# operand_fetch

==> operand_fetch/logic_types.png <==
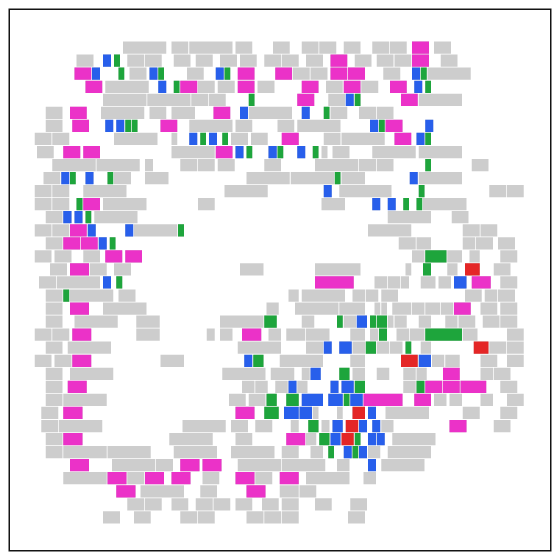

===== config.mk =====
export PLATFORM = sky130hd
export DESIGN_NAME = operand_fetch
export DESIGN_NICKNAME = d
export VERILOG_FILES = /design/src/rtl/operand_fetch.sv
export SDC_FILE = /design/constraint.sdc
export NUM_CORES = 1
export LEC_CHECK = 0
export CORE_MARGIN = 5
export CORE_UTILIZATION = 30
export DETAILED_ROUTE_END_ITERATION = 6
export HOLD_SLACK_MARGIN = 0.15
export PLACE_DENSITY = 0.75
export SYNTH_ARGS = -nofsm -noshare
export SYNTH_HDL_FRONTEND = slang
export SYNTH_SLANG_ARGS = --single-unit
export TNS_END_PERCENT = 10

===== constraint.sdc =====
create_clock -name clock -period 2.3 [get_ports clock]
set_clock_uncertainty 0.05 [all_clocks]
set_input_delay 0.23 -clock clock [delete_from_list [all_inputs] [get_ports clock]]
set_output_delay 0.23 -clock clock [all_outputs]
set_load 0.01 [all_outputs]

===== src/rtl/operand_fetch.sv =====
// operand_fetch: LC3 operand fetch with 8-entry writeback scoreboard, RAW/WAW stall and writeback forwarding
// Ports: clock/reset (async, active-low); decode side in_valid/in_ready, sr1/sr2/dr, use_sr1/use_sr2/writes_dr, npc_in;
// register file rf_sr1/rf_sr2 -> rf_d1/rf_d2; writeback wb_enable/wb_dr/wb_data; flush;
// execute side out_valid/out_ready, vsr1/vsr2, out_dr/out_writes_dr/out_npc; busy scoreboard.
module operand_fetch #(
    parameter int DATA_W = 16,
    parameter int NREG   = 8,
    parameter int AW     = $clog2(NREG)
) (
    input  logic              clock,
    input  logic              reset,
    input  logic              in_valid,
    output logic              in_ready,
    input  logic [AW-1:0]     sr1,
    input  logic [AW-1:0]     sr2,
    input  logic [AW-1:0]     dr,
    input  logic              use_sr1,
    input  logic              use_sr2,
    input  logic              writes_dr,
    input  logic [DATA_W-1:0] npc_in,
    output logic [AW-1:0]     rf_sr1,
    output logic [AW-1:0]     rf_sr2,
    input  logic [DATA_W-1:0] rf_d1,
    input  logic [DATA_W-1:0] rf_d2,
    input  logic              wb_enable,
    input  logic [AW-1:0]     wb_dr,
    input  logic [DATA_W-1:0] wb_data,
    input  logic              flush,
    output logic              out_valid,
    input  logic              out_ready,
    output logic [DATA_W-1:0] vsr1,
    output logic [DATA_W-1:0] vsr2,
    output logic [AW-1:0]     out_dr,
    output logic              out_writes_dr,
    output logic [DATA_W-1:0] out_npc,
    output logic [NREG-1:0]   busy
);
    localparam logic [NREG-1:0] ONE = {{(NREG-1){1'b0}}, 1'b1};
    logic [NREG-1:0] clr, busy_next;
    logic            haz1, haz2, hazw, cap;
    assign rf_sr1 = sr1;
    assign rf_sr2 = sr2;
    // One-hot of the register the writeback retires this cycle.
    assign clr  = wb_enable ? ONE << wb_dr : '0;
    assign haz1 = use_sr1 && busy[sr1] && !clr[sr1];
    assign haz2 = use_sr2 && busy[sr2] && !clr[sr2];
    assign hazw = writes_dr && busy[dr] && !clr[dr];
    // Gated by reset so nothing can be accepted while reset is held.
    assign in_ready = reset && (!out_valid || out_ready) && !haz1 && !haz2 && !hazw && !flush;
    assign cap = in_valid && in_ready;
    // Clear, then set (set wins on the same index), then flush release.
    // A flush blocks capture, so the flush release never meets a set.
    always_comb begin
        busy_next = busy & ~clr;
        busy_next = (cap && writes_dr) ? busy_next | (ONE << dr) : busy_next;
        busy_next = (flush && out_valid && out_writes_dr) ? busy_next & ~(ONE << out_dr) : busy_next;
    end
    always_ff @(posedge clock or negedge reset) begin
        if (!reset) begin
            busy          <= '0;
            out_valid     <= 1'b0;
            vsr1          <= '0;
            vsr2          <= '0;
            out_dr        <= '0;
            out_writes_dr <= 1'b0;
            out_npc       <= '0;
        end else begin
            busy      <= busy_next;
            out_valid <= cap ? 1'b1 : (flush || out_ready) ? 1'b0 : out_valid;
            if (cap) begin
                vsr1          <= clr[sr1] ? wb_data : rf_d1;
                vsr2          <= clr[sr2] ? wb_data : rf_d2;
                out_dr        <= dr;
                out_writes_dr <= writes_dr;
                out_npc       <= npc_in;
            end
        end
    end
endmodule


# led_game_seq

### src/rtl/led_game_pkg.sv
// Shared types and helpers for the LED reaction game.
// Build option LED_GAME_LFSR_EN selects a pseudo-random target channel.
package led_game_pkg;

  typedef enum logic [2:0] {
    S_CLEAR = 3'd0,
    S_SHOW  = 3'd1,
    S_DARK  = 3'd2,
    S_PLAY  = 3'd3,
    S_WIN   = 3'd4,
    S_LOSE  = 3'd5,
    S_DONE  = 3'd6
  } state_e;

  localparam logic [7:0] LFSR_SEED = 8'hA5;
  // x^8+x^6+x^5+x^4+1 taps on bits 7,5,4,3
  localparam logic [7:0] LFSR_TAPS = 8'hB8;

  function automatic logic [15:0] play_window(
    input logic [15:0] rnd,
    input logic [15:0] base,
    input logic [15:0] dec,
    input logic [15:0] lim
  );
    logic [31:0] prod;
    logic [15:0] red;
    prod = 32'(rnd) * 32'(dec);
    if (prod >= 32'(base)) return lim;
    red = base - prod[15:0];
    return (red < lim) ? lim : red;
  endfunction

endpackage

### src/rtl/led_game_lfsr.sv
// 8-bit Fibonacci LFSR, advances every cycle.
// Used only when LED_GAME_LFSR_EN is defined.
module led_game_lfsr
  import led_game_pkg::*;
(
  input  logic       clk,
  input  logic       rst,
  output logic [7:0] o_lfsr
);

  logic [7:0] r_lfsr;
  logic       w_fb;

  assign w_fb   = ^(r_lfsr & LFSR_TAPS);
  assign o_lfsr = r_lfsr;

  always_ff @(posedge clk) begin
    if (!rst) r_lfsr <= LFSR_SEED;
    else      r_lfsr <= {r_lfsr[6:0], w_fb};
  end

endmodule

### src/rtl/led_game_seq.sv
// Multi-round LED reaction game sequencer with shrinking play window.
// Define LED_GAME_LFSR_EN for an LFSR-chosen target channel.
module led_game_seq
  import led_game_pkg::*;
#(
  parameter int NUM_LEDS   = 4,
  parameter int CTRL_W     = 2,
  parameter int CLR_TICKS  = 4,
  parameter int STEP_TICKS = 128,
  parameter int DARK_TICKS = 256,
  parameter int PLAY_TICKS = 512,
  parameter int PLAY_DEC   = 64,
  parameter int PLAY_MIN   = 64,
  parameter int MAX_ROUND  = 8,
  parameter int RND_W      = 3
) (
  input  logic              clk,
  input  logic              rst,
  input  logic              winrnd,
  output logic              clr,
  output logic              leds_on,
  output logic [CTRL_W-1:0] leds_ctrl,
  output logic [RND_W-1:0]  round,
  output logic              game_done
);

  localparam logic [15:0] CLR_END  = 16'(CLR_TICKS - 1);
  localparam logic [15:0] STEP_END = 16'(STEP_TICKS - 1);
  localparam logic [15:0] DARK_END = 16'(DARK_TICKS - 1);
  localparam logic [CTRL_W-1:0] LAST = CTRL_W'(NUM_LEDS - 1);
  localparam logic [RND_W-1:0] LAST_RND = RND_W'(MAX_ROUND - 1);
  localparam bit POW2 = ((NUM_LEDS & (NUM_LEDS - 1)) == 0);

  state_e            r_state;
  logic [15:0]       r_cnt;
  logic [CTRL_W-1:0] r_step;
  logic [RND_W-1:0]  r_round;
  logic              r_win_q;

  logic              w_press;
  logic              w_last_rnd;
  logic [15:0]       w_win_end;
  logic [CTRL_W-1:0] w_tgt;
  logic [CTRL_W-1:0] w_dark_tgt;

  assign w_press    = winrnd & ~r_win_q;
  assign w_last_rnd = (r_round == LAST_RND);
  assign w_win_end  = play_window(16'(r_round), 16'(PLAY_TICKS),
                                  16'(PLAY_DEC), 16'(PLAY_MIN)) - 16'd1;
  assign round      = r_round;

`ifdef LED_GAME_LFSR_EN
  logic [7:0]        w_lfsr;
  logic [CTRL_W-1:0] r_tgt;
  logic              w_dark_in;

  led_game_lfsr u_lfsr (
    .clk    (clk),
    .rst    (rst),
    .o_lfsr (w_lfsr)
  );

  assign w_dark_in  = (r_state == S_SHOW) && (r_cnt == STEP_END) &&
                      (r_step == LAST);
  assign w_dark_tgt = CTRL_W'(w_lfsr % 8'(NUM_LEDS));
  assign w_tgt      = r_tgt;

  always_ff @(posedge clk) begin
    if (!rst)           r_tgt <= '0;
    else if (w_dark_in) r_tgt <= w_dark_tgt;
  end
`else
  if (POW2) begin : g_trunc
    assign w_tgt = CTRL_W'(r_round);
  end else begin : g_mod
    // round mod NUM_LEDS tracked alongside round itself
    logic [CTRL_W-1:0] r_mod;
    logic              w_inc;
    logic              w_clr;

    assign w_inc = (r_state == S_WIN) && !w_last_rnd;
    assign w_clr = (r_state == S_LOSE);
    assign w_tgt = r_mod;

    always_ff @(posedge clk) begin
      if (!rst || w_clr) r_mod <= '0;
      else if (w_inc)    r_mod <= (r_mod == LAST) ? '0
                                  : r_mod + CTRL_W'(1);
    end
  end
  assign w_dark_tgt = w_tgt;
`endif

  always_ff @(posedge clk) begin
    if (!rst) begin
      r_state   <= S_CLEAR;
      r_cnt     <= '0;
      r_round   <= '0;
      r_step    <= '0;
      r_win_q   <= 1'b0;
      clr       <= 1'b1;
      leds_on   <= 1'b0;
      leds_ctrl <= '0;
      game_done <= 1'b0;
    end else begin
      r_win_q <= winrnd;
      r_cnt   <= r_cnt + 16'd1;
      unique case (r_state)
        S_CLEAR: begin
          if (r_cnt == CLR_END) begin
            r_state   <= S_SHOW;
            r_cnt     <= '0;
            r_step    <= '0;
            clr       <= 1'b0;
            leds_on   <= 1'b1;
            leds_ctrl <= '0;
          end
        end
        S_SHOW: begin
          if (r_cnt == STEP_END) begin
            r_cnt <= '0;
            if (r_step == LAST) begin
              r_state   <= S_DARK;
              r_step    <= '0;
              leds_on   <= 1'b0;
              leds_ctrl <= w_dark_tgt;
            end else begin
              r_step    <= r_step + CTRL_W'(1);
              leds_ctrl <= r_step + CTRL_W'(1);
            end
          end
        end
        S_DARK: begin
          if (w_press) begin
            r_state <= S_LOSE;
            r_cnt   <= '0;
            clr     <= 1'b1;
            leds_on <= 1'b0;
          end else if (r_cnt == DARK_END) begin
            r_state   <= S_PLAY;
            r_cnt     <= '0;
            leds_on   <= 1'b1;
            leds_ctrl <= w_tgt;
          end
        end
        S_PLAY: begin
          // a press on the final window cycle still wins
          if (w_press) begin
            r_state <= S_WIN;
            r_cnt   <= '0;
          end else if (r_cnt == w_win_end) begin
            r_state <= S_LOSE;
            r_cnt   <= '0;
            clr     <= 1'b1;
            leds_on <= 1'b0;
          end
        end
        S_WIN: begin
          r_cnt     <= '0;
          r_step    <= '0;
          leds_ctrl <= '0;
          if (w_last_rnd) begin
            r_state   <= S_DONE;
            game_done <= 1'b1;
          end else begin
            r_state <= S_SHOW;
            r_round <= r_round + RND_W'(1);
          end
        end
        S_LOSE: begin
          r_state   <= S_CLEAR;
          r_cnt     <= '0;
          r_round   <= '0;
          leds_ctrl <= '0;
        end
        S_DONE: begin
          if (r_cnt == STEP_END) begin
            r_cnt <= '0;
            if (r_step == LAST) begin
              r_step    <= '0;
              leds_ctrl <= '0;
            end else begin
              r_step    <= r_step + CTRL_W'(1);
              leds_ctrl <= r_step + CTRL_W'(1);
            end
          end
        end
        default: begin
          r_state   <= S_CLEAR;
          r_cnt     <= '0;
          clr       <= 1'b1;
          leds_on   <= 1'b0;
          leds_ctrl <= '0;
          game_done <= 1'b0;
        end
      endcase
    end
  end

endmodule

### config.mk
export PLATFORM = sky130hd
export DESIGN_NAME = led_game_seq
export DESIGN_NICKNAME = d
export VERILOG_FILES = /design/src/rtl/led_game_pkg.sv /design/src/rtl/led_game_lfsr.sv /design/src/rtl/led_game_seq.sv
export SDC_FILE = /design/constraint.sdc
export NUM_CORES = 1
export LEC_CHECK = 0
export CORE_MARGIN = 1.5
export CORE_UTILIZATION = 29
export DETAILED_ROUTE_END_ITERATION = 16
export SLEW_MARGIN = 15
export SYNTH_ARGS = -nofsm -noshare
export SYNTH_HDL_FRONTEND = slang
export SYNTH_SLANG_ARGS = --single-unit
### constraint.sdc
create_clock -name clk -period 3.66 [get_ports clk]
set_clock_uncertainty 0.05 [all_clocks]
set_input_delay 0.732 -clock clk [delete_from_list [all_inputs] [get_ports clk]]
set_output_delay 0.732 -clock clk [all_outputs]
set_load 0.01 [all_outputs]

==> notes/layouts.md <==
Pictures saved along the way, in no particular order.

Sequential cells colored by netlist name.
The bar under the picture is 20 um long. Other sequential cells in the stronger gray, the rest of the logic in the fainter gray.
shot_01.png
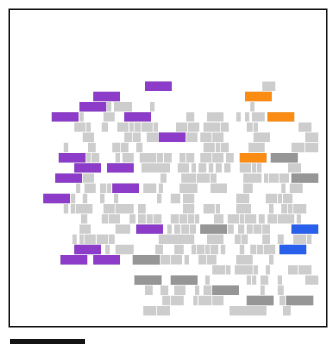
shot_02.png
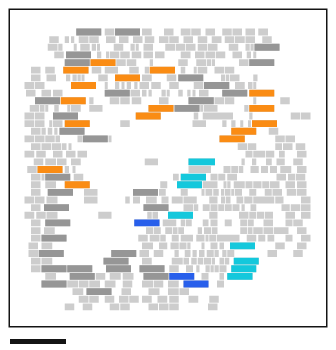
Of these, most sequential cells: shot_02.png
Of these, largest die: shot_02.png
led_game_seq: shot_01.png
operand_fetch: shot_02.png

==> operand_fetch/wires.png <==
Two of the layers only.
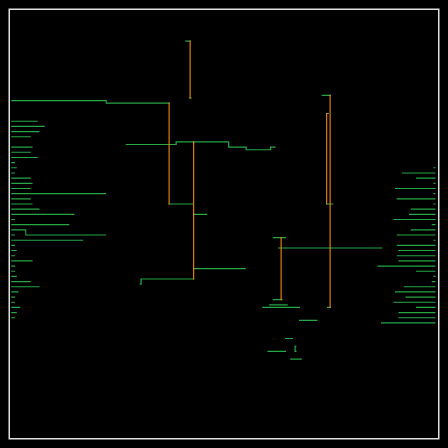
color	layer	wire length
orange	metal 4	173 um
green	metal 3	611 um

==> operand_fetch/layer_met4.png <==
The bar under the picture is 20 um long.
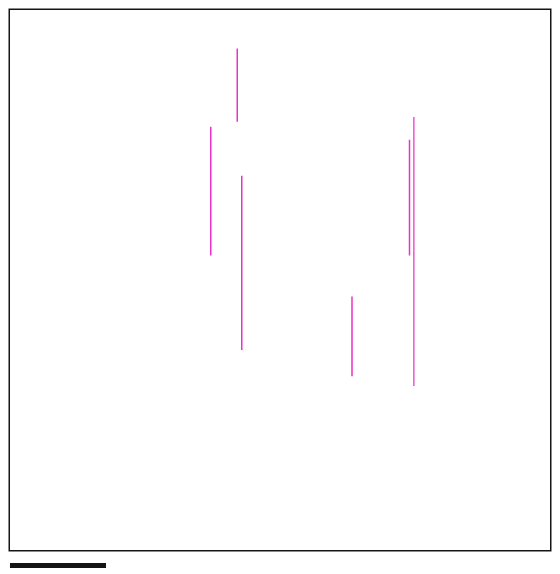
longest straight run	55.8 um
wire length on this layer	173 um
nets with wire on the layer	6
share of all routed wire	1.8%

About operand_fetch/logic_types.png:
color	family	cells	most used
blue	inverting AOI/OAI gates	57	o21ai_0
magenta	multiplexers	62	mux2i_1
green	NAND gates	55	nand2_1
red	AND-OR and OR-AND gates	6	o21a_1
Comb area share: 0.2897
most instantiated logic cell after routing: sky130_fd_sc_hd__clkdlybuf4s50_1
non-filler cells, final: 615

==> notes.org, operand_fetch <==
* Flow results

** Outcome
- Result of the run :: finished, violations left
- Violations in the final reports :: setup timing

** Final timing
- Number of setup violations in the final report :: 45
- Maximum clock frequency :: 0.4083 GHz
- Setup slack on the critical path of the routed design comes to -149.4 ps.
- Final period utilization :: 1.065

** Logic synthesis
- FFs w/ async S/R, synth :: 1.000
- After synthesis the cells add up to 3156 um^2.
- Counting flops and latches in the post-synthesis netlist gives between 60 and 70.

** Run
- Across the run, the number of max-cap violations was 0.

** Power
- The flow reports power dissipated in combinational cells as ~1.3 mW.
- Heaviest power group :: sequential cells

** Global route
- Met3 usage in global routing :: 0.04906

** Route
- TritonRoute output was used to compute an average wire per cell of ~16 um.

** Finish
- Of the cells placed in the final design, the portion with a size suffix greater than 1 is 0.1795.
- According to the finish report, the design has a final net count of roughly 560.
- Clock network share of area :: 0.03675
- Dominant kind of cell by area :: buffers

** Setup path
- The timing report notes that buffer and inverter cells on the critical path total 0.
- The worst setup path is of the reg2reg kind.
- Delay contributed by the slowest stage of the critical path :: roughly 550 ps

** Die
- DIE HEIGHT :: around 110 um
-- operand_fetch: worst paths after layout --
kind | slack (ps) | endpoint | cells past startpoint
worst max-delay path | -150 | busy[0] | 6
worst min-delay path | 430 | vsr2[0] | 2
worst max register to register | -150 | busy[0] | 6
worst min register to register | 430 | vsr2[0] | 2
max in group asynchronous | 1040 | busy[0] | 3
min in group asynchronous | 590 | busy[2] | 3
-- operand_fetch: per-stage QoR --
step	setup WS, ps	util
finish	-149.4	0.5101
CTS	-162.7	0.5084
floorplan	-171.4	-
global route	-252.1	0.5101
global placement	-663.4	0.4881
detailed placement	-717.9	0.4881
==> led_game_seq/logic_types.png <==
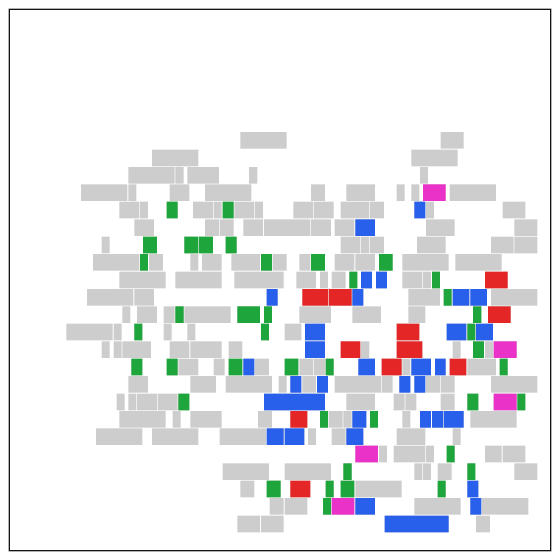
color	family	cells	most used
red	AND-OR and OR-AND gates	11	o211a_1
magenta	multiplexers	5	mux2i_1
blue	inverting AOI/OAI gates	32	a21oi_1
green	NAND gates	40	nand2_1

==> led_game_seq/wires.png <==
Two of the layers only.
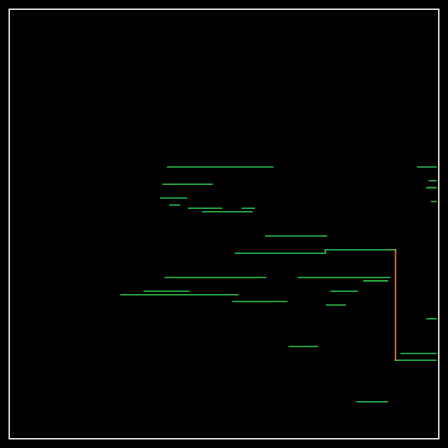
color	layer	wire length
orange	metal 4	21.8 um
green	metal 3	229 um
average wire per standard cell: 13.34 um
total global routing track utilization: 0.1244
total number of vias: 1,646
total length of routed wires: 4.203 mm

==> notes.org, led_game_seq <==
* Flow results

** Outcome
- The flow ran to the end, and the final reports show no timing, DRC or antenna violations.

** Logic synthesis
- For this design, Yosys synthesis ends with a cell count of roughly 230.
- Sorting the synthesized cells by area gives the leading types as sky130_fd_sc_hd__dfxtp_1, sky130_fd_sc_hd__nor2_1, sky130_fd_sc_hd__xnor2_1.
- Per the post-synthesis stats, the area per cell is 8.365 um^2.

** Route
- Met1 Routed Length :: roughly 2.0 mm

** CTS
- At the later pin of the worst-skew pair, clock insertion delay measures 290 ps.
- Max Root-Sink Buffers :: 2

** Power
- Summing internal, switching and leakage power gives ~1.1 mW.
- The script computed a power per unit cell area of 490.0 nW/um^2.

** Setup path
- Kind of cell adding the most delay to the critical path :: AND-OR/OR-AND gates
- Counting stages on the worst path, the most repeated cell is sky130_fd_sc_hd__ha_1.
- OpenSTA lists the critical path endpoint as r_cnt[10].
- Counting both buffers and inverters, the worst setup path holds a total of 2.

** Final timing
- The pin closest to its max-slew limit shows a slew of just under 1000 ps.

** Die
- The die covers slightly above 7000 um^2.
- Row generation in the floorplan step produced 29 rows.

** Global route
- Largest net degree at the start of global routing :: 19

** Finish
- The fraction of cell area in sequential cells is reported as 0.2771.
## led_game_seq: stage by stage
step / hold slack [ps] / setup WS [ps] / instance area (um^2)
global route: 456.6 / 244.4 / 2167
finish: 419.2 / 559.7 / 2167
CTS: 422.3 / 524.6 / 2167
detailed placement: 407.0 / 554.0 / 2072
floorplan: 379.6 / 645.8 / 1916
global placement: 400.6 / 614.0 / 2072


==> gallery <==
Congestion heat map.
picture 1
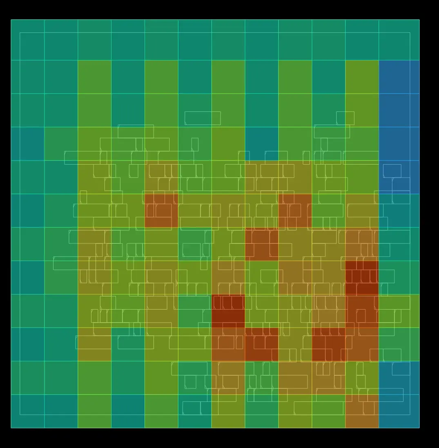
picture 2
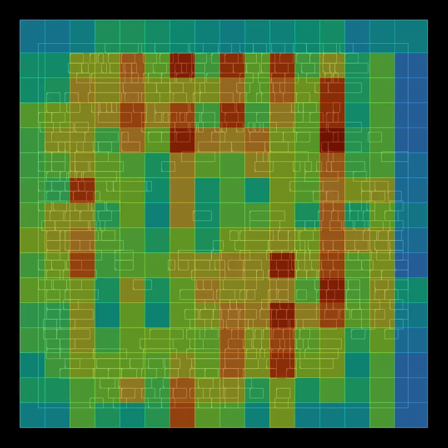
- highest track usage: picture 2
| from | picture |
|---|---|
| operand_fetch | picture 2 |
| led_game_seq | picture 1 |

Power figures rest on the tool's default switching activity, not on a simulated workload.
